==================== block 1
==> block_1/final_congestion.png <==
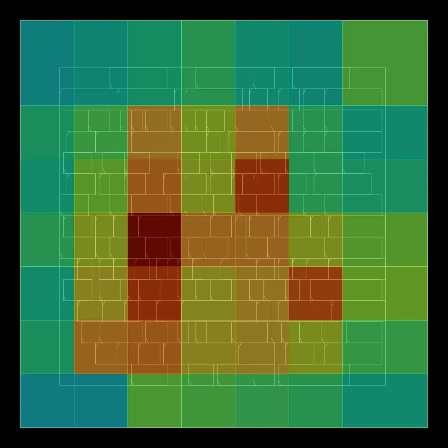

--- src/rtl/multicycle_control_unit.sv ---
// Moore control FSM for the multicycle MIPS core: decodes the registered state into
// datapath strobes and mux selects; PCen additionally folds in the branch-taken term.
module multicycle_control_unit #(
  parameter int STATE_W = 4
) (
  input  logic               clk,
  input  logic               reset,
  input  logic [5:0]         op,
  input  logic [5:0]         funct,
  input  logic               zero,
  output logic               PCen,
  output logic               IorD,
  output logic               MemWrite,
  output logic               IRWrite,
  output logic               RegDst,
  output logic               MemtoReg,
  output logic               RegWrite,
  output logic               ALUSrcA,
  output logic [1:0]         ALUSrcB,
  output logic [2:0]         ALUControl,
  output logic               PCsrc,
  output logic               Ori,
  output logic               Jump,
  output logic [STATE_W-1:0] state_o
);

  typedef enum logic [3:0] {
    FETCH   = 4'd0,
    DECODE  = 4'd1,
    MEMADR  = 4'd2,
    MEMRD   = 4'd3,
    MEMWB   = 4'd4,
    MEMWR   = 4'd5,
    RTYPEEX = 4'd6,
    ALUWB   = 4'd7,
    BEQ     = 4'd8,
    ADDIEX  = 4'd9,
    ORIEX   = 4'd10,
    GPIOEX  = 4'd11,
    IWB     = 4'd12,
    JUMP    = 4'd13
  } state_t;

  localparam logic [2:0] ALU_AND = 3'b000;
  localparam logic [2:0] ALU_OR  = 3'b001;
  localparam logic [2:0] ALU_ADD = 3'b010;
  localparam logic [2:0] ALU_SUB = 3'b110;
  localparam logic [2:0] ALU_SLT = 3'b111;

  // Returns {supported, alu_control} for an R-type function field.
  function automatic logic [3:0] funct_decode(input logic [5:0] f);
    logic [3:0] r;
    case (f)
      6'h20:   r = {1'b1, ALU_ADD};
      6'h22:   r = {1'b1, ALU_SUB};
      6'h24:   r = {1'b1, ALU_AND};
      6'h25:   r = {1'b1, ALU_OR};
      6'h2A:   r = {1'b1, ALU_SLT};
      default: r = {1'b0, ALU_AND};
    endcase
    return r;
  endfunction

  state_t     state_r;
  state_t     state_next_s;
  logic [3:0] funct_dec_s;

  logic       pcwrite_s;
  logic       branch_s;
  logic       iord_s;
  logic       memwrite_s;
  logic       irwrite_s;
  logic       regdst_s;
  logic       memtoreg_s;
  logic       regwrite_s;
  logic       alusrca_s;
  logic [1:0] alusrcb_s;
  logic [2:0] alucontrol_s;
  logic       pcsrc_s;
  logic       ori_s;
  logic       jump_s;

  assign funct_dec_s = funct_decode(funct);

  // State register.
  always_ff @(posedge clk or negedge reset) begin
    if (!reset) begin
      state_r <= FETCH;
    end else begin
      state_r <= state_next_s;
    end
  end

  // Next-state logic.
  always_comb begin
    state_next_s = FETCH;
    case (state_r)
      FETCH:   state_next_s = DECODE;
      DECODE: begin
        case (op)
          6'h23, 6'h2B: state_next_s = MEMADR;
          6'h00: begin
            if (funct_dec_s[3]) begin
              state_next_s = RTYPEEX;
            end else begin
              state_next_s = FETCH;
            end
          end
          6'h04:   state_next_s = BEQ;
          6'h08:   state_next_s = ADDIEX;
          6'h0D:   state_next_s = ORIEX;
          6'h3F:   state_next_s = GPIOEX;
          6'h02:   state_next_s = JUMP;
          default: state_next_s = FETCH;
        endcase
      end
      MEMADR: begin
        if (op == 6'h23) begin
          state_next_s = MEMRD;
        end else begin
          state_next_s = MEMWR;
        end
      end
      MEMRD:   state_next_s = MEMWB;
      RTYPEEX: state_next_s = ALUWB;
      ADDIEX:  state_next_s = IWB;
      ORIEX:   state_next_s = IWB;
      GPIOEX:  state_next_s = IWB;
      default: state_next_s = FETCH;
    endcase
  end

  // Per-state control decode; depends only on the registered state (and funct in RTYPEEX).
  always_comb begin
    pcwrite_s    = 1'b0;
    branch_s     = 1'b0;
    iord_s       = 1'b0;
    memwrite_s   = 1'b0;
    irwrite_s    = 1'b0;
    regdst_s     = 1'b0;
    memtoreg_s   = 1'b0;
    regwrite_s   = 1'b0;
    alusrca_s    = 1'b0;
    alusrcb_s    = 2'b00;
    alucontrol_s = ALU_AND;
    pcsrc_s      = 1'b0;
    ori_s        = 1'b0;
    jump_s       = 1'b0;
    case (state_r)
      FETCH: begin
        alusrcb_s    = 2'b01;
        alucontrol_s = ALU_ADD;
        irwrite_s    = 1'b1;
        pcwrite_s    = 1'b1;
      end
      DECODE: begin
        alusrcb_s    = 2'b11;
        alucontrol_s = ALU_ADD;
      end
      MEMADR: begin
        alusrca_s    = 1'b1;
        alusrcb_s    = 2'b10;
        alucontrol_s = ALU_ADD;
      end
      MEMRD:   iord_s = 1'b1;
      MEMWB: begin
        memtoreg_s = 1'b1;
        regwrite_s = 1'b1;
      end
      MEMWR: begin
        iord_s     = 1'b1;
        memwrite_s = 1'b1;
      end
      RTYPEEX: begin
        alusrca_s    = 1'b1;
        alucontrol_s = funct_dec_s[2:0];
      end
      ALUWB: begin
        regdst_s   = 1'b1;
        regwrite_s = 1'b1;
      end
      BEQ: begin
        alusrca_s    = 1'b1;
        alucontrol_s = ALU_SUB;
        pcsrc_s      = 1'b1;
        branch_s     = 1'b1;
      end
      ADDIEX: begin
        alusrca_s    = 1'b1;
        alusrcb_s    = 2'b10;
        alucontrol_s = ALU_ADD;
      end
      ORIEX: begin
        alusrca_s    = 1'b1;
        alusrcb_s    = 2'b10;
        alucontrol_s = ALU_OR;
      end
      GPIOEX: begin
        ori_s        = 1'b1;
        alusrca_s    = 1'b1;
        alusrcb_s    = 2'b10;
        alucontrol_s = ALU_ADD;
      end
      IWB:     regwrite_s = 1'b1;
      JUMP: begin
        jump_s    = 1'b1;
        pcwrite_s = 1'b1;
      end
      default: jump_s = 1'b0;
    endcase
  end

  // Holding reset low blanks every strobe at once, so an aborted store or write-back cannot complete.
  assign PCen       = reset & (pcwrite_s | (branch_s & zero));
  assign IorD       = reset & iord_s;
  assign MemWrite   = reset & memwrite_s;
  assign IRWrite    = reset & irwrite_s;
  assign RegDst     = reset & regdst_s;
  assign MemtoReg   = reset & memtoreg_s;
  assign RegWrite   = reset & regwrite_s;
  assign ALUSrcA    = reset & alusrca_s;
  assign ALUSrcB    = {2{reset}} & alusrcb_s;
  assign ALUControl = {3{reset}} & alucontrol_s;
  assign PCsrc      = reset & pcsrc_s;
  assign Ori        = reset & ori_s;
  assign Jump       = reset & jump_s;
  assign state_o    = STATE_W'(state_r);

endmodule
--- config.mk ---
export PLATFORM = sky130hd
export DESIGN_NAME = multicycle_control_unit
export DESIGN_NICKNAME = d
export VERILOG_FILES = /design/src/rtl/multicycle_control_unit.sv
export SDC_FILE = /design/constraint.sdc
export NUM_CORES = 1
export LEC_CHECK = 0
export CORE_MARGIN = 5
export CORE_UTILIZATION = 35
export CTS_CLUSTER_DIAMETER = 60
export DETAILED_ROUTE_END_ITERATION = 7
export GPL_ROUTABILITY_DRIVEN = 1
export PLACE_DENSITY = 0.76
export SKIP_CTS_REPAIR_TIMING = 1
export SKIP_LAST_GASP = 1
export SLEW_MARGIN = 5
export SYNTH_ARGS = -nofsm -noshare
export SYNTH_HDL_FRONTEND = slang
export SYNTH_SLANG_ARGS = --single-unit
--- constraint.sdc ---
create_clock -name clk -period 2.2 [get_ports clk]
set_clock_uncertainty 0.05 [all_clocks]
set_input_delay 0.44 -clock clk [delete_from_list [all_inputs] [get_ports clk]]
set_output_delay 0.44 -clock clk [all_outputs]
set_load 0.05 [all_outputs]
==================== block 2
===== src/rtl/nts_engine_ctrl.sv =====
// Packet-lifecycle controller for one NTS engine: copy, parse, optional tx, release.
// Adds per-stage timeouts, drop paths and saturating statistics counters.
module nts_engine_ctrl #(
    parameter int unsigned TIMEOUT_WIDTH  = 16,
    parameter int unsigned TIMEOUT_CYCLES = 1000,
    parameter int unsigned CNT_WIDTH      = 32,
    parameter bit          TX_ENABLE      = 1'b1
) (
    input  logic                 i_clk,
    input  logic                 i_areset,
    output logic                 o_busy,
    input  logic                 i_dispatch_packet_available,
    input  logic                 i_dispatch_fifo_empty,
    output logic                 o_dispatch_packet_read_discard,
    output logic                 o_clear,
    input  logic                 i_copy_overflow,
    output logic                 o_parse_start,
    input  logic                 i_parse_done,
    input  logic                 i_parse_error,
    output logic                 o_tx_start,
    input  logic                 i_tx_done,
    output logic [CNT_WIDTH-1:0] o_cnt_processed,
    output logic [CNT_WIDTH-1:0] o_cnt_dropped,
    output logic [CNT_WIDTH-1:0] o_cnt_timeout,
    output logic [3:0]           o_state
);

    typedef enum logic [3:0] {
        StReset   = 4'd0,
        StEmpty   = 4'd1,
        StCopy    = 4'd2,
        StParse   = 4'd3,
        StTx      = 4'd4,
        StDiscard = 4'd5
    } state_t;

    localparam logic [TIMEOUT_WIDTH-1:0] TIMEOUT_LAST = TIMEOUT_WIDTH'(TIMEOUT_CYCLES - 1);

    state_t                   state_reg;
    logic [TIMEOUT_WIDTH-1:0] timeout_cnt;
    logic                     timeout_hit;

    function automatic logic [CNT_WIDTH-1:0] sat_inc(input logic [CNT_WIDTH-1:0] v);
        return (&v) ? v : v + CNT_WIDTH'(1);
    endfunction

    assign timeout_hit = (timeout_cnt == TIMEOUT_LAST);
    assign o_clear     = (state_reg == StReset);
    assign o_state     = state_reg;

    always_ff @(posedge i_clk or posedge i_areset) begin
        if (i_areset) begin
            state_reg                      <= StReset;
            timeout_cnt                    <= '0;
            o_busy                         <= 1'b0;
            o_dispatch_packet_read_discard <= 1'b0;
            o_parse_start                  <= 1'b0;
            o_tx_start                     <= 1'b0;
            o_cnt_processed                <= '0;
            o_cnt_dropped                  <= '0;
            o_cnt_timeout                  <= '0;
        end else begin
            o_dispatch_packet_read_discard <= 1'b0;
            o_parse_start                  <= 1'b0;
            o_tx_start                     <= 1'b0;
            timeout_cnt                    <= timeout_cnt + TIMEOUT_WIDTH'(1);
            unique case (state_reg)
                StReset: begin
                    o_busy    <= 1'b0;
                    state_reg <= StEmpty;
                end
                StEmpty: begin
                    if (i_dispatch_packet_available && !i_dispatch_fifo_empty) begin
                        o_busy      <= 1'b1;
                        timeout_cnt <= '0;
                        state_reg   <= StCopy;
                    end
                end
                StCopy: begin
                    // Overflow wins over copy completion in the same cycle
                    if (i_copy_overflow) begin
                        o_cnt_dropped                  <= sat_inc(o_cnt_dropped);
                        o_dispatch_packet_read_discard <= 1'b1;
                        state_reg                      <= StDiscard;
                    end else if (i_dispatch_fifo_empty) begin
                        o_parse_start <= 1'b1;
                        timeout_cnt   <= '0;
                        state_reg     <= StParse;
                    end else if (timeout_hit) begin
                        o_cnt_timeout                  <= sat_inc(o_cnt_timeout);
                        o_cnt_dropped                  <= sat_inc(o_cnt_dropped);
                        o_dispatch_packet_read_discard <= 1'b1;
                        state_reg                      <= StDiscard;
                    end
                end
                StParse: begin
                    if (i_parse_error) begin
                        o_cnt_dropped                  <= sat_inc(o_cnt_dropped);
                        o_dispatch_packet_read_discard <= 1'b1;
                        state_reg                      <= StDiscard;
                    end else if (i_parse_done) begin
                        if (TX_ENABLE) begin
                            o_tx_start  <= 1'b1;
                            timeout_cnt <= '0;
                            state_reg   <= StTx;
                        end else begin
                            o_cnt_processed                <= sat_inc(o_cnt_processed);
                            o_dispatch_packet_read_discard <= 1'b1;
                            state_reg                      <= StDiscard;
                        end
                    end else if (timeout_hit) begin
                        o_cnt_timeout                  <= sat_inc(o_cnt_timeout);
                        o_cnt_dropped                  <= sat_inc(o_cnt_dropped);
                        o_dispatch_packet_read_discard <= 1'b1;
                        state_reg                      <= StDiscard;
                    end
                end
                StTx: begin
                    if (i_tx_done) begin
                        o_cnt_processed                <= sat_inc(o_cnt_processed);
                        o_dispatch_packet_read_discard <= 1'b1;
                        state_reg                      <= StDiscard;
                    end else if (timeout_hit) begin
                        o_cnt_timeout                  <= sat_inc(o_cnt_timeout);
                        o_cnt_dropped                  <= sat_inc(o_cnt_dropped);
                        o_dispatch_packet_read_discard <= 1'b1;
                        state_reg                      <= StDiscard;
                    end
                end
                StDiscard: begin
                    o_busy    <= 1'b0;
                    state_reg <= StReset;
                end
                default: begin
                    o_busy    <= 1'b0;
                    state_reg <= StReset;
                end
            endcase
        end
    end

endmodule


===== config.mk =====
export PLATFORM = sky130hd
export DESIGN_NAME = nts_engine_ctrl
export DESIGN_NICKNAME = d
export VERILOG_FILES = /design/src/rtl/nts_engine_ctrl.sv
export SDC_FILE = /design/constraint.sdc
export NUM_CORES = 1
export LEC_CHECK = 0
export CORE_ASPECT_RATIO = 1.2
export CORE_UTILIZATION = 49
export CTS_CLUSTER_DIAMETER = 40
export CTS_CLUSTER_SIZE = 16
export DETAILED_ROUTE_END_ITERATION = 8
export DONT_BUFFER_PORTS = 1
export HOLD_SLACK_MARGIN = 0.06
export SLEW_MARGIN = 20
export SYNTH_ARGS = -nofsm -noshare
export SYNTH_HDL_FRONTEND = slang
export SYNTH_SLANG_ARGS = --single-unit

===== constraint.sdc =====
create_clock -name i_clk -period 4.22 [get_ports i_clk]
set_input_delay 0.633 -clock i_clk [delete_from_list [all_inputs] [get_ports i_clk]]
set_output_delay 0.633 -clock i_clk [all_outputs]
set_load 0.1 [all_outputs]

==================== block 3
===== config.mk =====
export PLATFORM = sky130hd
export DESIGN_NAME = decode_operand_stage_flat
export DESIGN_NICKNAME = d
export VERILOG_FILES = /design/src/rtl/decode_operand_stage_pkg.sv /design/src/rtl/decode_operand_stage_if.sv /design/src/rtl/decode_operand_stage_regfile.sv /design/src/rtl/decode_operand_stage.sv /design/src/flat_wrapper.sv
export SDC_FILE = /design/constraint.sdc
export NUM_CORES = 2
export LEC_CHECK = 0
export ABC_AREA = 1
export CAP_MARGIN = 20
export CORE_MARGIN = 2
export CORE_UTILIZATION = 45
export DETAILED_ROUTE_END_ITERATION = 12
export PLACE_DENSITY_LB_ADDON = 0.05
export SYNTH_ARGS = -nofsm -noshare
export SYNTH_HDL_FRONTEND = slang
export SYNTH_HIERARCHICAL = 1
export SYNTH_SLANG_ARGS = --single-unit

===== constraint.sdc =====
create_clock -name clk -period 2.4 [get_ports clk]
set_input_delay 0.48 -clock clk [delete_from_list [all_inputs] [get_ports clk]]
set_output_delay 0.48 -clock clk [all_outputs]
set_load 0.03 [all_outputs]

===== src/rtl/decode_operand_stage_pkg.sv =====
// Shared types and constants for the decode operand stage: instruction word
// type and the bit positions of the source register fields.
package decode_operand_stage_pkg;

  localparam int INSTR_W        = 32'sd32;
  localparam int RS1_LSB        = 32'sd15;
  localparam int RS2_LSB        = 32'sd20;
  localparam int RS3_LSB        = 32'sd27;
  localparam int RS_W           = 32'sd5;
  localparam int MAX_READ_PORTS = 32'sd3;

  typedef logic [INSTR_W-1:0] instruction_type;

  // Low bit of the source-index field feeding read port `port`.
  function automatic int rs_lsb(input int port);
    case (port)
      32'sd0:  rs_lsb = RS1_LSB;
      32'sd1:  rs_lsb = RS2_LSB;
      default: rs_lsb = RS3_LSB;
    endcase
  endfunction

endpackage


===== src/rtl/decode_operand_stage_if.sv =====
// Fetch-side, write-back and execute-side signals of the decode operand stage.
interface decode_operand_stage_if
  import decode_operand_stage_pkg::*;
#(
  parameter int XLEN           = 32,
  parameter int RID_W          = 5,
  parameter int NUM_READ_PORTS = 2
);
  logic                           instr_valid;
  logic                           in_ready;
  instruction_type                instruction;
  logic [XLEN-1:0]                pc;
  logic                           compflg;
  logic                           write_en;
  logic [RID_W-1:0]               write_id;
  logic [XLEN-1:0]                write_data;
  logic                           flush;
  logic                           out_valid;
  logic                           out_ready;
  instruction_type                out_instruction;
  logic [XLEN-1:0]                out_pc;
  logic                           out_compflg;
  logic [NUM_READ_PORTS*XLEN-1:0] out_rs_data;

  modport master (
    output instr_valid, instruction, pc, compflg, write_en, write_id, write_data, flush, out_ready,
    input  in_ready, out_valid, out_instruction, out_pc, out_compflg, out_rs_data
  );

  modport slave (
    input  instr_valid, instruction, pc, compflg, write_en, write_id, write_data, flush, out_ready,
    output in_ready, out_valid, out_instruction, out_pc, out_compflg, out_rs_data
  );
endinterface


===== src/rtl/decode_operand_stage_regfile.sv =====
// Register file for the decode stage: x0 hard-wired to zero, one write port,
// NUM_READ_PORTS combinational read ports with optional write-back forwarding.
module decode_regfile #(
  parameter  int XLEN           = 32,
  parameter  int NUM_REGS       = 32,
  parameter  int NUM_READ_PORTS = 2,
  parameter  int BYPASS         = 1,
  localparam int RID_W          = $clog2(NUM_REGS)
) (
  input  logic             clk,
  input  logic             rst_n,
  input  logic             write_en,
  input  logic [RID_W-1:0] write_id,
  input  logic [XLEN-1:0]  write_data,
  input  logic [RID_W-1:0] rd_idx  [NUM_READ_PORTS],
  output logic [XLEN-1:0]  rd_data [NUM_READ_PORTS]
);

  localparam logic BYPASS_EN = (BYPASS != 32'sd0);

  logic [XLEN-1:0] regs_r [NUM_REGS];

  // Storage update; writes to x0 are dropped so it stays zero.
  always_ff @(posedge clk or negedge rst_n) begin
    if (!rst_n) begin
      for (int i = 32'sd0; i < NUM_REGS; i++) begin
        regs_r[i] <= {XLEN{1'b0}};
      end
    end else if (write_en && (write_id != {RID_W{1'b0}})) begin
      regs_r[write_id] <= write_data;
    end
  end

  // Read muxes: zero for x0, forwarded write data when enabled, else storage.
  always_comb begin
    for (int p = 32'sd0; p < NUM_READ_PORTS; p++) begin
      rd_data[p] = {XLEN{1'b0}};
      if (rd_idx[p] == {RID_W{1'b0}}) begin
        rd_data[p] = {XLEN{1'b0}};
      end else if (BYPASS_EN && write_en && (write_id == rd_idx[p])) begin
        rd_data[p] = write_data;
      end else begin
        rd_data[p] = regs_r[rd_idx[p]];
      end
    end
  end

endmodule


===== src/rtl/decode_operand_stage.sv =====
// Decode front end: reads source operands for an incoming instruction and
// holds them in a one-entry valid/ready register that tracks later write-backs.
module decode_operand_stage
  import decode_operand_stage_pkg::*;
#(
  parameter  int XLEN           = 32,
  parameter  int NUM_REGS       = 32,
  parameter  int NUM_READ_PORTS = 2,
  parameter  int BYPASS         = 1,
  localparam int RID_W          = $clog2(NUM_REGS)
) (
  input logic                  clk,
  input logic                  rst_n,
  decode_operand_stage_if.slave bus
);

  if ((NUM_READ_PORTS < 32'sd1) || (NUM_READ_PORTS > MAX_READ_PORTS)) begin : g_bad_ports
    $error("decode_operand_stage: NUM_READ_PORTS must be 1..3");
  end
  if ((NUM_REGS < 32'sd2) || (NUM_REGS > 32'sd32) ||
      ((NUM_REGS & (NUM_REGS - 32'sd1)) != 32'sd0)) begin : g_bad_regs
    $error("decode_operand_stage: NUM_REGS must be a power of two in 2..32");
  end

  logic [RID_W-1:0]               rd_idx_s   [NUM_READ_PORTS];
  logic [RID_W-1:0]               held_idx_s [NUM_READ_PORTS];
  logic [XLEN-1:0]                rd_data_s  [NUM_READ_PORTS];
  logic                           in_ready_s;
  logic                           capture_s;
  logic                           out_valid_r, out_valid_nx_s;
  instruction_type                out_instr_r, out_instr_nx_s;
  logic [XLEN-1:0]                out_pc_r, out_pc_nx_s;
  logic                           out_compflg_r, out_compflg_nx_s;
  logic [NUM_READ_PORTS*XLEN-1:0] out_rs_r, out_rs_nx_s;

  // Source indices for the incoming and the held instruction.
  always_comb begin
    for (int p = 32'sd0; p < NUM_READ_PORTS; p++) begin
      rd_idx_s[p]   = bus.instruction[rs_lsb(p) +: RID_W];
      held_idx_s[p] = out_instr_r[rs_lsb(p) +: RID_W];
    end
  end

  decode_regfile #(
    .XLEN           (XLEN),
    .NUM_REGS       (NUM_REGS),
    .NUM_READ_PORTS (NUM_READ_PORTS),
    .BYPASS         (BYPASS)
  ) u_regfile (
    .clk        (clk),
    .rst_n      (rst_n),
    .write_en   (bus.write_en),
    .write_id   (bus.write_id),
    .write_data (bus.write_data),
    .rd_idx     (rd_idx_s),
    .rd_data    (rd_data_s)
  );

  assign in_ready_s = !out_valid_r || bus.out_ready;
  assign capture_s  = bus.instr_valid && in_ready_s && !bus.flush;

  // Next state of the output register: flush > capture > drain; held
  // operands follow matching write-backs whenever nothing new is captured.
  always_comb begin
    out_valid_nx_s   = out_valid_r;
    out_instr_nx_s   = out_instr_r;
    out_pc_nx_s      = out_pc_r;
    out_compflg_nx_s = out_compflg_r;
    out_rs_nx_s      = out_rs_r;

    if (bus.flush) begin
      out_valid_nx_s = 1'b0;
    end else if (capture_s) begin
      out_valid_nx_s = 1'b1;
    end else if (bus.out_ready && out_valid_r) begin
      out_valid_nx_s = 1'b0;
    end else begin
      out_valid_nx_s = out_valid_r;
    end

    if (capture_s) begin
      out_instr_nx_s   = bus.instruction;
      out_pc_nx_s      = bus.pc;
      out_compflg_nx_s = bus.compflg;
      for (int p = 32'sd0; p < NUM_READ_PORTS; p++) begin
        out_rs_nx_s[p*XLEN +: XLEN] = rd_data_s[p];
      end
    end else begin
      for (int p = 32'sd0; p < NUM_READ_PORTS; p++) begin
        if (out_valid_r && bus.write_en && (held_idx_s[p] != {RID_W{1'b0}}) &&
            (held_idx_s[p] == bus.write_id)) begin
          out_rs_nx_s[p*XLEN +: XLEN] = bus.write_data;
        end else begin
          out_rs_nx_s[p*XLEN +: XLEN] = out_rs_r[p*XLEN +: XLEN];
        end
      end
    end
  end

  // Output pipeline register.
  always_ff @(posedge clk or negedge rst_n) begin
    if (!rst_n) begin
      out_valid_r   <= 1'b0;
      out_instr_r   <= {INSTR_W{1'b0}};
      out_pc_r      <= {XLEN{1'b0}};
      out_compflg_r <= 1'b0;
      out_rs_r      <= {(NUM_READ_PORTS*XLEN){1'b0}};
    end else begin
      out_valid_r   <= out_valid_nx_s;
      out_instr_r   <= out_instr_nx_s;
      out_pc_r      <= out_pc_nx_s;
      out_compflg_r <= out_compflg_nx_s;
      out_rs_r      <= out_rs_nx_s;
    end
  end

  assign bus.in_ready        = in_ready_s;
  assign bus.out_valid       = out_valid_r;
  assign bus.out_instruction = out_instr_r;
  assign bus.out_pc          = out_pc_r;
  assign bus.out_compflg     = out_compflg_r;
  assign bus.out_rs_data     = out_rs_r;

endmodule


===== src/flat_wrapper.sv =====
// flat-port wrapper written by rule: the top's interface ports become plain ports
module decode_operand_stage_flat import decode_operand_stage_pkg::*;
#(
  parameter  int XLEN           = 32,
  parameter  int NUM_REGS       = 32,
  parameter  int NUM_READ_PORTS = 2,
  parameter  int BYPASS         = 1,
  localparam int RID_W          = $clog2(NUM_REGS)
)
  (clk, rst_n, bus_instr_valid, bus_instruction, bus_pc, bus_compflg, bus_write_en, bus_write_id, bus_write_data, bus_flush, bus_out_ready, bus_in_ready, bus_out_valid, bus_out_instruction, bus_out_pc, bus_out_compflg, bus_out_rs_data);
  decode_operand_stage_if #(.XLEN(XLEN), .RID_W(5), .NUM_READ_PORTS(NUM_READ_PORTS)) bus_i ();
  input logic clk;
  input logic rst_n;
  input wire logic [$bits(bus_i.instr_valid)-1:0] bus_instr_valid;
  input wire logic [$bits(bus_i.instruction)-1:0] bus_instruction;
  input wire logic [$bits(bus_i.pc)-1:0] bus_pc;
  input wire logic [$bits(bus_i.compflg)-1:0] bus_compflg;
  input wire logic [$bits(bus_i.write_en)-1:0] bus_write_en;
  input wire logic [$bits(bus_i.write_id)-1:0] bus_write_id;
  input wire logic [$bits(bus_i.write_data)-1:0] bus_write_data;
  input wire logic [$bits(bus_i.flush)-1:0] bus_flush;
  input wire logic [$bits(bus_i.out_ready)-1:0] bus_out_ready;
  output wire logic [$bits(bus_i.in_ready)-1:0] bus_in_ready;
  output wire logic [$bits(bus_i.out_valid)-1:0] bus_out_valid;
  output wire logic [$bits(bus_i.out_instruction)-1:0] bus_out_instruction;
  output wire logic [$bits(bus_i.out_pc)-1:0] bus_out_pc;
  output wire logic [$bits(bus_i.out_compflg)-1:0] bus_out_compflg;
  output wire logic [$bits(bus_i.out_rs_data)-1:0] bus_out_rs_data;
  assign bus_i.instr_valid = bus_instr_valid;
  assign bus_i.instruction = bus_instruction;
  assign bus_i.pc = bus_pc;
  assign bus_i.compflg = bus_compflg;
  assign bus_i.write_en = bus_write_en;
  assign bus_i.write_id = bus_write_id;
  assign bus_i.write_data = bus_write_data;
  assign bus_i.flush = bus_flush;
  assign bus_i.out_ready = bus_out_ready;
  assign bus_in_ready = bus_i.in_ready;
  assign bus_out_valid = bus_i.out_valid;
  assign bus_out_instruction = bus_i.out_instruction;
  assign bus_out_pc = bus_i.out_pc;
  assign bus_out_compflg = bus_i.out_compflg;
  assign bus_out_rs_data = bus_i.out_rs_data;
  decode_operand_stage #(.XLEN(XLEN), .NUM_REGS(NUM_REGS), .NUM_READ_PORTS(NUM_READ_PORTS), .BYPASS(BYPASS)) u_core (.clk(clk), .rst_n(rst_n), .bus(bus_i));
endmodule

==================== block 4
File: config.mk
export PLATFORM = sky130hd
export DESIGN_NAME = instr_fetch_flat
export DESIGN_NICKNAME = d
export VERILOG_FILES = /design/src/rtl/salu_instr_pkg.sv /design/src/rtl/instr_fetch_if.sv /design/src/rtl/instr_dword_fifo.sv /design/src/rtl/instr_fetch.sv /design/src/flat_wrapper.sv
export SDC_FILE = /design/constraint.sdc
export NUM_CORES = 1
export LEC_CHECK = 0
export CAP_MARGIN = 15
export CORE_MARGIN = 2
export CORE_UTILIZATION = 50
export DETAILED_ROUTE_END_ITERATION = 8
export GPL_ROUTABILITY_DRIVEN = 0
export PLACE_DENSITY_LB_ADDON = 0.3
export REMOVE_ABC_BUFFERS = 1
export SETUP_SLACK_MARGIN = 0.3
export SYNTH_ARGS = -nofsm -noshare
export SYNTH_HDL_FRONTEND = slang
export SYNTH_SLANG_ARGS = --single-unit
File: constraint.sdc
create_clock -name clk -period 3.8 [get_ports clk]
set_input_delay 0.57 -clock clk [delete_from_list [all_inputs] [get_ports clk]]
set_output_delay 0.57 -clock clk [all_outputs]
set_load 0.005 [all_outputs]
File: src/rtl/salu_instr_pkg.sv
// Shared types and helpers for the scalar-ALU instruction fetch path.
// Instruction beats are 64 bits: an opcode dword plus an optional literal dword.
package salu_instr_pkg;

  localparam int INSTR_SIZE = 64;

  typedef enum logic {
    FETCH_IDLE = 1'b0,
    FETCH_RUN  = 1'b1
  } fetch_state_e;

  // A literal follows the opcode dword when the encoding class is 2'b10 and
  // either of the two low source-operand fields selects the literal slot (8'hFF).
  function automatic logic instr_has_literal(input logic [31:0] dw);
    return ((dw & 32'hC000_0000) == 32'h8000_0000) &&
           (((dw & 32'h0000_00FF) == 32'h0000_00FF) ||
            ((dw & 32'h0000_FF00) == 32'h0000_FF00));
  endfunction

endpackage

File: src/rtl/instr_fetch_if.sv
// Valid/ready stream carrying decoded-width instruction beats to the decoder.
interface decoupled_intr #(
  parameter int DATA_WIDTH = 64
);
  logic                  valid;
  logic                  ready;
  logic [DATA_WIDTH-1:0] data;

  modport master (output valid, output data, input ready);
  modport slave  (input valid, input data, output ready);
endinterface

File: src/rtl/instr_dword_fifo.sv
// Dword FIFO with single push and 1-or-2 dword pop; exposes the two head entries
// so a literal instruction can be assembled without waiting an extra cycle.
module instr_dword_fifo #(
  parameter int DEPTH = 4,
  localparam int PW   = (DEPTH > 1) ? $clog2(DEPTH) : 1,
  localparam int CW   = $clog2(DEPTH) + 1
) (
  input  logic          clk,
  input  logic          rst,
  input  logic          flush,
  input  logic          push,
  input  logic [31:0]   push_data,
  input  logic          pop1,
  input  logic          pop2,
  output logic [31:0]   head0,
  output logic [31:0]   head1,
  output logic [CW-1:0] count
);

  logic [31:0]   mem [DEPTH];
  logic [PW-1:0] rd_ptr, wr_ptr;
  logic [1:0]    pop_n;

  assign pop_n = pop2 ? 2'd2 : (pop1 ? 2'd1 : 2'd0);
  assign head0 = mem[rd_ptr];
  assign head1 = mem[rd_ptr + PW'(1)];

  always_ff @(posedge clk) begin
    if (push && !flush) mem[wr_ptr] <= push_data;
  end

  // Pointers wrap naturally; DEPTH is a power of two.
  always_ff @(posedge clk) begin
    if (rst || flush) begin
      rd_ptr <= '0;
      wr_ptr <= '0;
      count  <= '0;
    end else begin
      if (push) wr_ptr <= wr_ptr + PW'(1);
      rd_ptr <= rd_ptr + PW'(pop_n);
      count  <= count + CW'(push) - CW'(pop_n);
    end
  end

endmodule

File: src/rtl/instr_fetch.sv
// Instruction fetch: issues in-order dword reads, buffers returns, and emits
// 32- or 64-bit instruction beats; redirect/stop flush and drop in-flight returns.
module instr_fetch
  import salu_instr_pkg::*;
#(
  parameter int ADDR_WIDTH      = 32,
  parameter int FIFO_DEPTH      = 4,
  parameter int MAX_OUTSTANDING = 4
) (
  input  logic                  clk,
  input  logic                  rst,
  input  logic                  start_valid,
  input  logic [ADDR_WIDTH-1:0] start_pc,
  input  logic                  redirect_valid,
  input  logic [ADDR_WIDTH-1:0] redirect_pc,
  input  logic                  stop,
  output logic                  mem_req_valid,
  input  logic                  mem_req_ready,
  output logic [ADDR_WIDTH-1:0] mem_req_addr,
  input  logic                  mem_rsp_valid,
  input  logic [31:0]           mem_rsp_data,
  decoupled_intr.master         instr
);

  localparam int CW = $clog2(FIFO_DEPTH) + 1;

  fetch_state_e          state;
  logic [ADDR_WIDTH-1:0] fetch_pc, sel_pc;
  logic [CW-1:0]         outstanding, stale_count, fifo_count, out_next;
  logic [CW:0]           occupancy;
  logic                  in_run, req_hs, rsp_drop, do_start, do_redirect, reload;
  logic                  push, pop, has_lit;
  logic [31:0]           head0, head1;

  assign in_run      = (state == FETCH_RUN);
  assign req_hs      = mem_req_valid && mem_req_ready;
  assign rsp_drop    = mem_rsp_valid && (stale_count != '0);
  assign do_redirect = !stop && in_run && (redirect_valid || start_valid);
  assign do_start    = !stop && !in_run && start_valid;
  assign reload      = stop || do_redirect || do_start;
  assign sel_pc      = redirect_valid ? redirect_pc : start_pc;
  assign out_next    = outstanding + CW'(req_hs) - CW'(mem_rsp_valid);

  // Occupancy counts in-flight reads, so every return is guaranteed a slot.
  assign occupancy     = {1'b0, fifo_count} + {1'b0, outstanding};
  assign mem_req_valid = in_run && (outstanding < CW'(MAX_OUTSTANDING)) &&
                         (occupancy < (CW+1)'(FIFO_DEPTH));
  assign mem_req_addr  = fetch_pc;

  assign push = mem_rsp_valid && (stale_count == '0) && !reload;

  assign has_lit     = instr_has_literal(head0);
  assign instr.valid = has_lit ? (fifo_count >= CW'(2)) : (fifo_count != '0);
  assign instr.data  = !instr.valid ? '0 :
                       has_lit      ? {head1, head0} : {32'h0, head0};
  assign pop         = instr.valid && instr.ready;

  instr_dword_fifo #(.DEPTH(FIFO_DEPTH)) u_fifo (
    .clk       (clk),
    .rst       (rst),
    .flush     (reload),
    .push      (push),
    .push_data (mem_rsp_data),
    .pop1      (pop && !has_lit),
    .pop2      (pop && has_lit),
    .head0     (head0),
    .head1     (head1),
    .count     (fifo_count)
  );

  // Every read still in flight after a reload belongs to the old stream.
  always_ff @(posedge clk) begin
    if (rst) begin
      state       <= FETCH_IDLE;
      fetch_pc    <= '0;
      outstanding <= '0;
      stale_count <= '0;
    end else begin
      outstanding <= out_next;
      if (reload)        stale_count <= out_next;
      else if (rsp_drop) stale_count <= stale_count - CW'(1);

      if (stop) begin
        state <= FETCH_IDLE;
      end else if (do_redirect || do_start) begin
        state    <= FETCH_RUN;
        fetch_pc <= sel_pc & ~ADDR_WIDTH'(3);
      end else if (req_hs) begin
        fetch_pc <= fetch_pc + ADDR_WIDTH'(4);
      end
    end
  end

endmodule
File: src/flat_wrapper.sv
// flat-port wrapper written by rule: the top's interface ports become plain ports
module instr_fetch_flat import salu_instr_pkg::*;
#(
  parameter int ADDR_WIDTH      = 32,
  parameter int FIFO_DEPTH      = 4,
  parameter int MAX_OUTSTANDING = 4
)
  (clk, rst, start_valid, start_pc, redirect_valid, redirect_pc, stop, mem_req_valid, mem_req_ready, mem_req_addr, mem_rsp_valid, mem_rsp_data, instr_valid, instr_data, instr_ready);
  decoupled_intr instr_i ();
  input  logic clk;
  input  logic rst;
  input  logic start_valid;
  input  logic [ADDR_WIDTH-1:0] start_pc;
  input  logic redirect_valid;
  input  logic [ADDR_WIDTH-1:0] redirect_pc;
  input  logic stop;
  output logic mem_req_valid;
  input  logic mem_req_ready;
  output logic [ADDR_WIDTH-1:0] mem_req_addr;
  input  logic mem_rsp_valid;
  input  logic [31:0] mem_rsp_data;
  output wire logic [$bits(instr_i.valid)-1:0] instr_valid;
  output wire logic [$bits(instr_i.data)-1:0] instr_data;
  input wire logic [$bits(instr_i.ready)-1:0] instr_ready;
  assign instr_valid = instr_i.valid;
  assign instr_data = instr_i.data;
  assign instr_i.ready = instr_ready;
  instr_fetch #(.ADDR_WIDTH(ADDR_WIDTH), .FIFO_DEPTH(FIFO_DEPTH), .MAX_OUTSTANDING(MAX_OUTSTANDING)) u_core (.clk(clk), .rst(rst), .start_valid(start_valid), .start_pc(start_pc), .redirect_valid(redirect_valid), .redirect_pc(redirect_pc), .stop(stop), .mem_req_valid(mem_req_valid), .mem_req_ready(mem_req_ready), .mem_req_addr(mem_req_addr), .mem_rsp_valid(mem_rsp_valid), .mem_rsp_data(mem_rsp_data), .instr(instr_i));
endmodule
==> block_1/gate_families.png <==
(10 px per um)
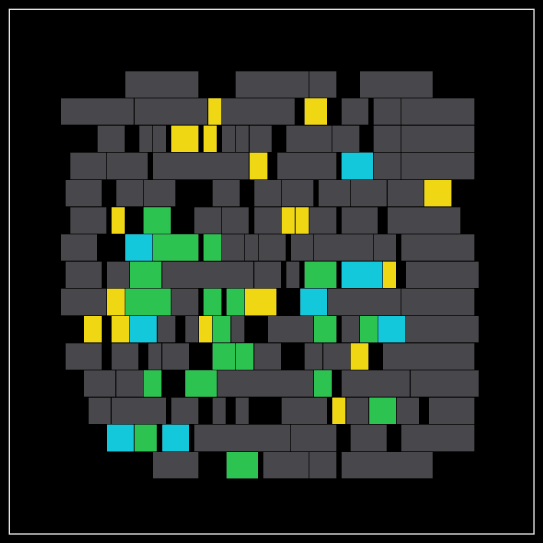
colour	family	cells	most used
green	inverting AOI/OAI gates	19	a21oi_1
yellow	NAND gates	17	nand2_1
cyan	AND-OR and OR-AND gates	8	o21a_1

## Picture notes: block_1/final_congestion.png
M1 GR Usage: 20.0%
grt peak-use layer: met2
Util after Layout: 82.4%
met3 Use GR: 2.56%

==> run notes, block 1 <==
impl run done, here's what came out: die area 2740 sq um, status completed, clock-cell share of area roughly 1.9%, DR iter-0 viols 33, met2 wire length 1450 um, cell family with most CP delay simple AND/OR/NAND/NOR gates, flop count 4, H-tree depth 1, via/cell ratio 5.60, global route overflow 0, routed wire length between 2000 and 3000 um, part of the total power dissipated in the clock network approximately an eighth, MaxCap Viol Count 0, sequential area share after synthesis 16.0%, Sequential Power Share around 13%, number of flip-flops under the largest register name 4, Synth Area in XOR/XNOR 2.79%, Initial Util 36.7%, total chip power 0.893 mW, met2 Track Usage GR 36.6%, die height 52.3 um
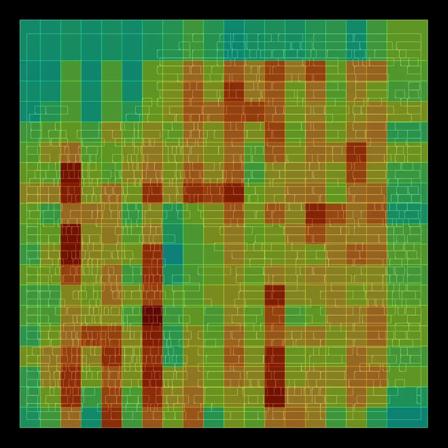
(block_4/final_congestion.png)
M1 GR Usage: 28.4%
met2 Track Usage GR: 42.7%

==> run notes, block 4 <==
impl run done, here's what came out: CORE AREA between 15000 and 20000 sq um, top cell category sequential cells, Critical path origin u_core.u_fifo.rd_ptr[1]$_SDFF_PP0_, flop count 172, clk slew on worst S/H paths 70 ps, Die Wd 138 um, WS Path Type flip-flop to primary output, 1st-pass router iterations 5, Crit path depth 9, status completed, Setup violations, final 0, CTS root buf clkbuf_16, DP HPWL 14400 um, Hold Buf Count CTS 0, cell mode on critical path buf_12, comb. cell area about 4000 sq um
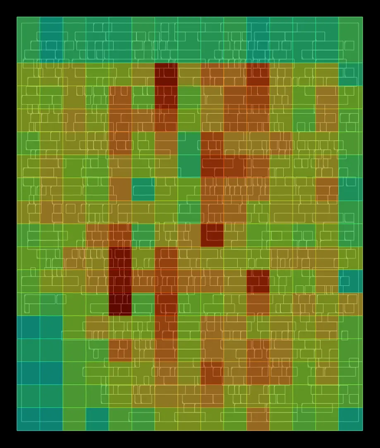
(block_2/final_congestion.png)
met2 Track Usage GR: 37.5%
GR Util All Layers: 22.9%
grt peak-use layer: met2
wire per inst: 16.9 um
Util after Layout: 61.1%

==> run notes, block 2 <==
impl run done, here's what came out: status completed, combinational group power 0.301 mW, fin area 7390 sq um, post-synth cell types between 60 and 70, Critical path origin o_cnt_dropped[1]$_DFFE_PP0P_, met2 wire length 6930 um, Int Power around 2.3 mW, Yosys chip area 6100 sq um, CTS max path bufs 2, via/cell ratio 5.61, Mapped Avg Cell Area 10.3 sq um, unrepaired setup endpoints after global routing false, first-pass GRT wire length between 20000 and 25000 um, Area Overhead vs Synth 21.3%, Reg-to-Reg Start o_cnt_dropped[1]$_DFFE_PP0P_, total chip power 3.16 mW, commonest cells in the netlist dfrtp_1, xnor2_1, nand3_1, nand4_1, nor2_1, vias in the first global route 4612, TritonCTS clock tree built, CP Launch Type flip-flop, sw frac 27.3%
==> block_3/met1.png <==
(1 px per um) Supply wires on this layer in grey.
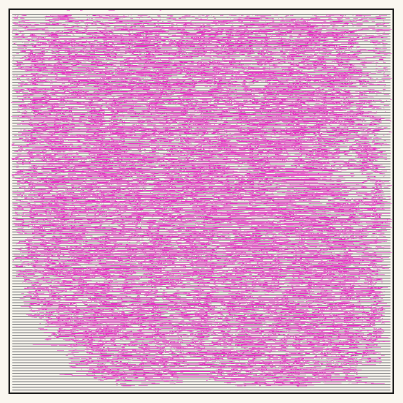
share of all routed wire	42%
longest straight run	100 um
main direction	horizontal
nets with wire on the layer	8841
total number of vias: 65800
M1 GR Usage: 51.0%
routed wire length: 270000 um

==> block_3/zoom.png <==
Region (176, 253) to (206, 283) um. Cells in grey, sequential cells in the stronger grey; small squares are vias.
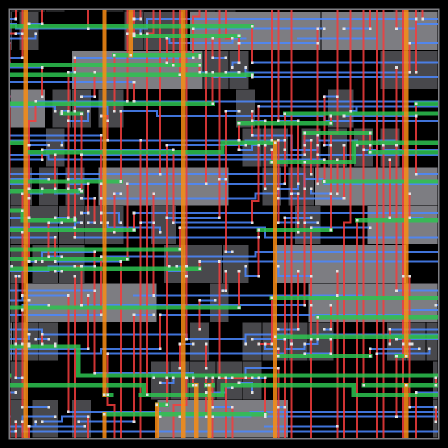
colour	layer
red	met2
orange	met4
blue	met1
green	met3
sequential cells in the window	10
cells with their middle in the window	62
netlist names of flops here include	u_core/u_regfile/regs_r (6), u_core/bus.out_rs_data (4)
most frequent	nand2_1 (24), dfrtp_1 (10)

==> run notes, block 3 <==
impl run done, here's what came out: Post-synth EDFFs 0, most common flop cell mapped by yosys dfrtp_1, Worst-Skew Late Latency 780 ps, slowest stage delay, CP 690 ps, Slew HR about 43%, layout cells sized above 1 10.8%, Worst Setup EP bus_out_rs_data[12], status completed, ANT nets after route 0, most numerous cell in the Yosys netlist nand2_1, via/cell ratio between 5 and 6, Met1 Wirelength 113000 um, comb_multi_in 6520, AO/OA Area Share 15.1%, DP Area approximately 74000 sq um, Signal buffers between 800 and 900, Sequential Power Share 42.2%, diode count 2, Syn Std Cell Area 64500 sq um, top cell category combinational gates, CP Launch Type flip-flop

==> layout pictures side by side <==
Signal wires by layer.
Plate I
(8 px per um) Only two layers are drawn.
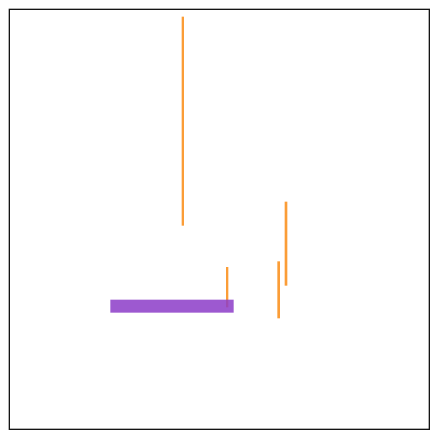
Plate II
(3 px per um) Only two layers are drawn.
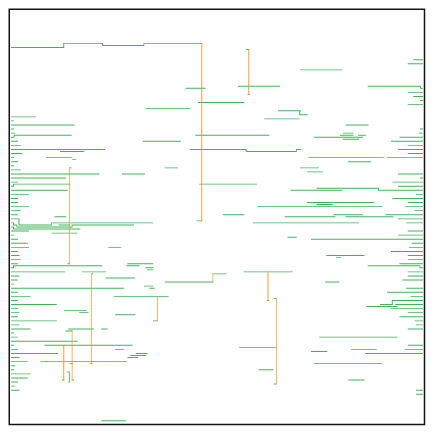
Plate III
(3 px per um) Only two layers are drawn.
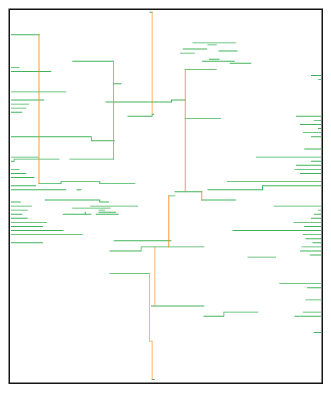
Plate IV
(1 px per um) Only two layers are drawn.
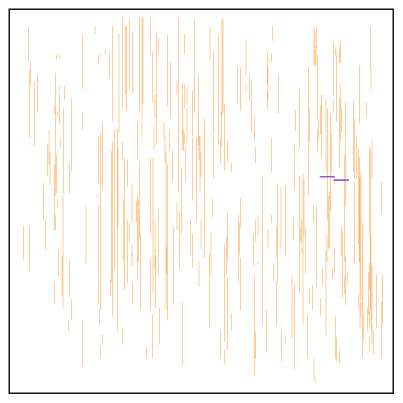
Of these, largest die: Plate IV
Of these, smallest die: Plate I
Plate IV comes from block 3.
Plate II comes from block 4.
Plate I comes from block 1.
Plate III comes from block 2.



==> notes/layouts.md <==
Pictures saved along the way, in no particular order.

Close-up of the layout.
picture 1
Region (11, 22) to (41, 52) um. Cells in grey, sequential cells in the stronger grey; small squares are vias.
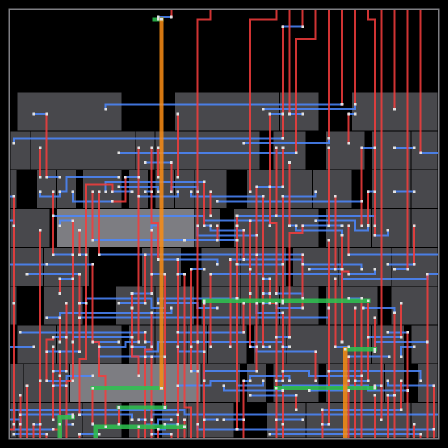
picture 2
Region (37, 72) to (67, 102) um. Cells in grey, sequential cells in the stronger grey; small squares are vias.
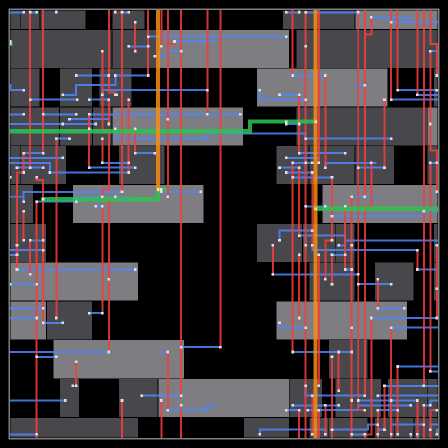
picture 3
Region (54, 82) to (84, 112) um. Cells in grey, sequential cells in the stronger grey; small squares are vias.
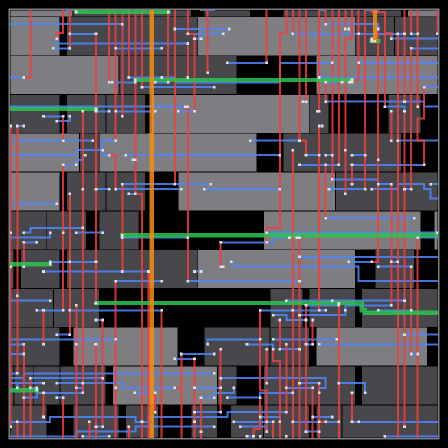
block 1 -> picture 1
block 2 -> picture 2
block 4 -> picture 3

Power is estimated from default activity; no workload was simulated.
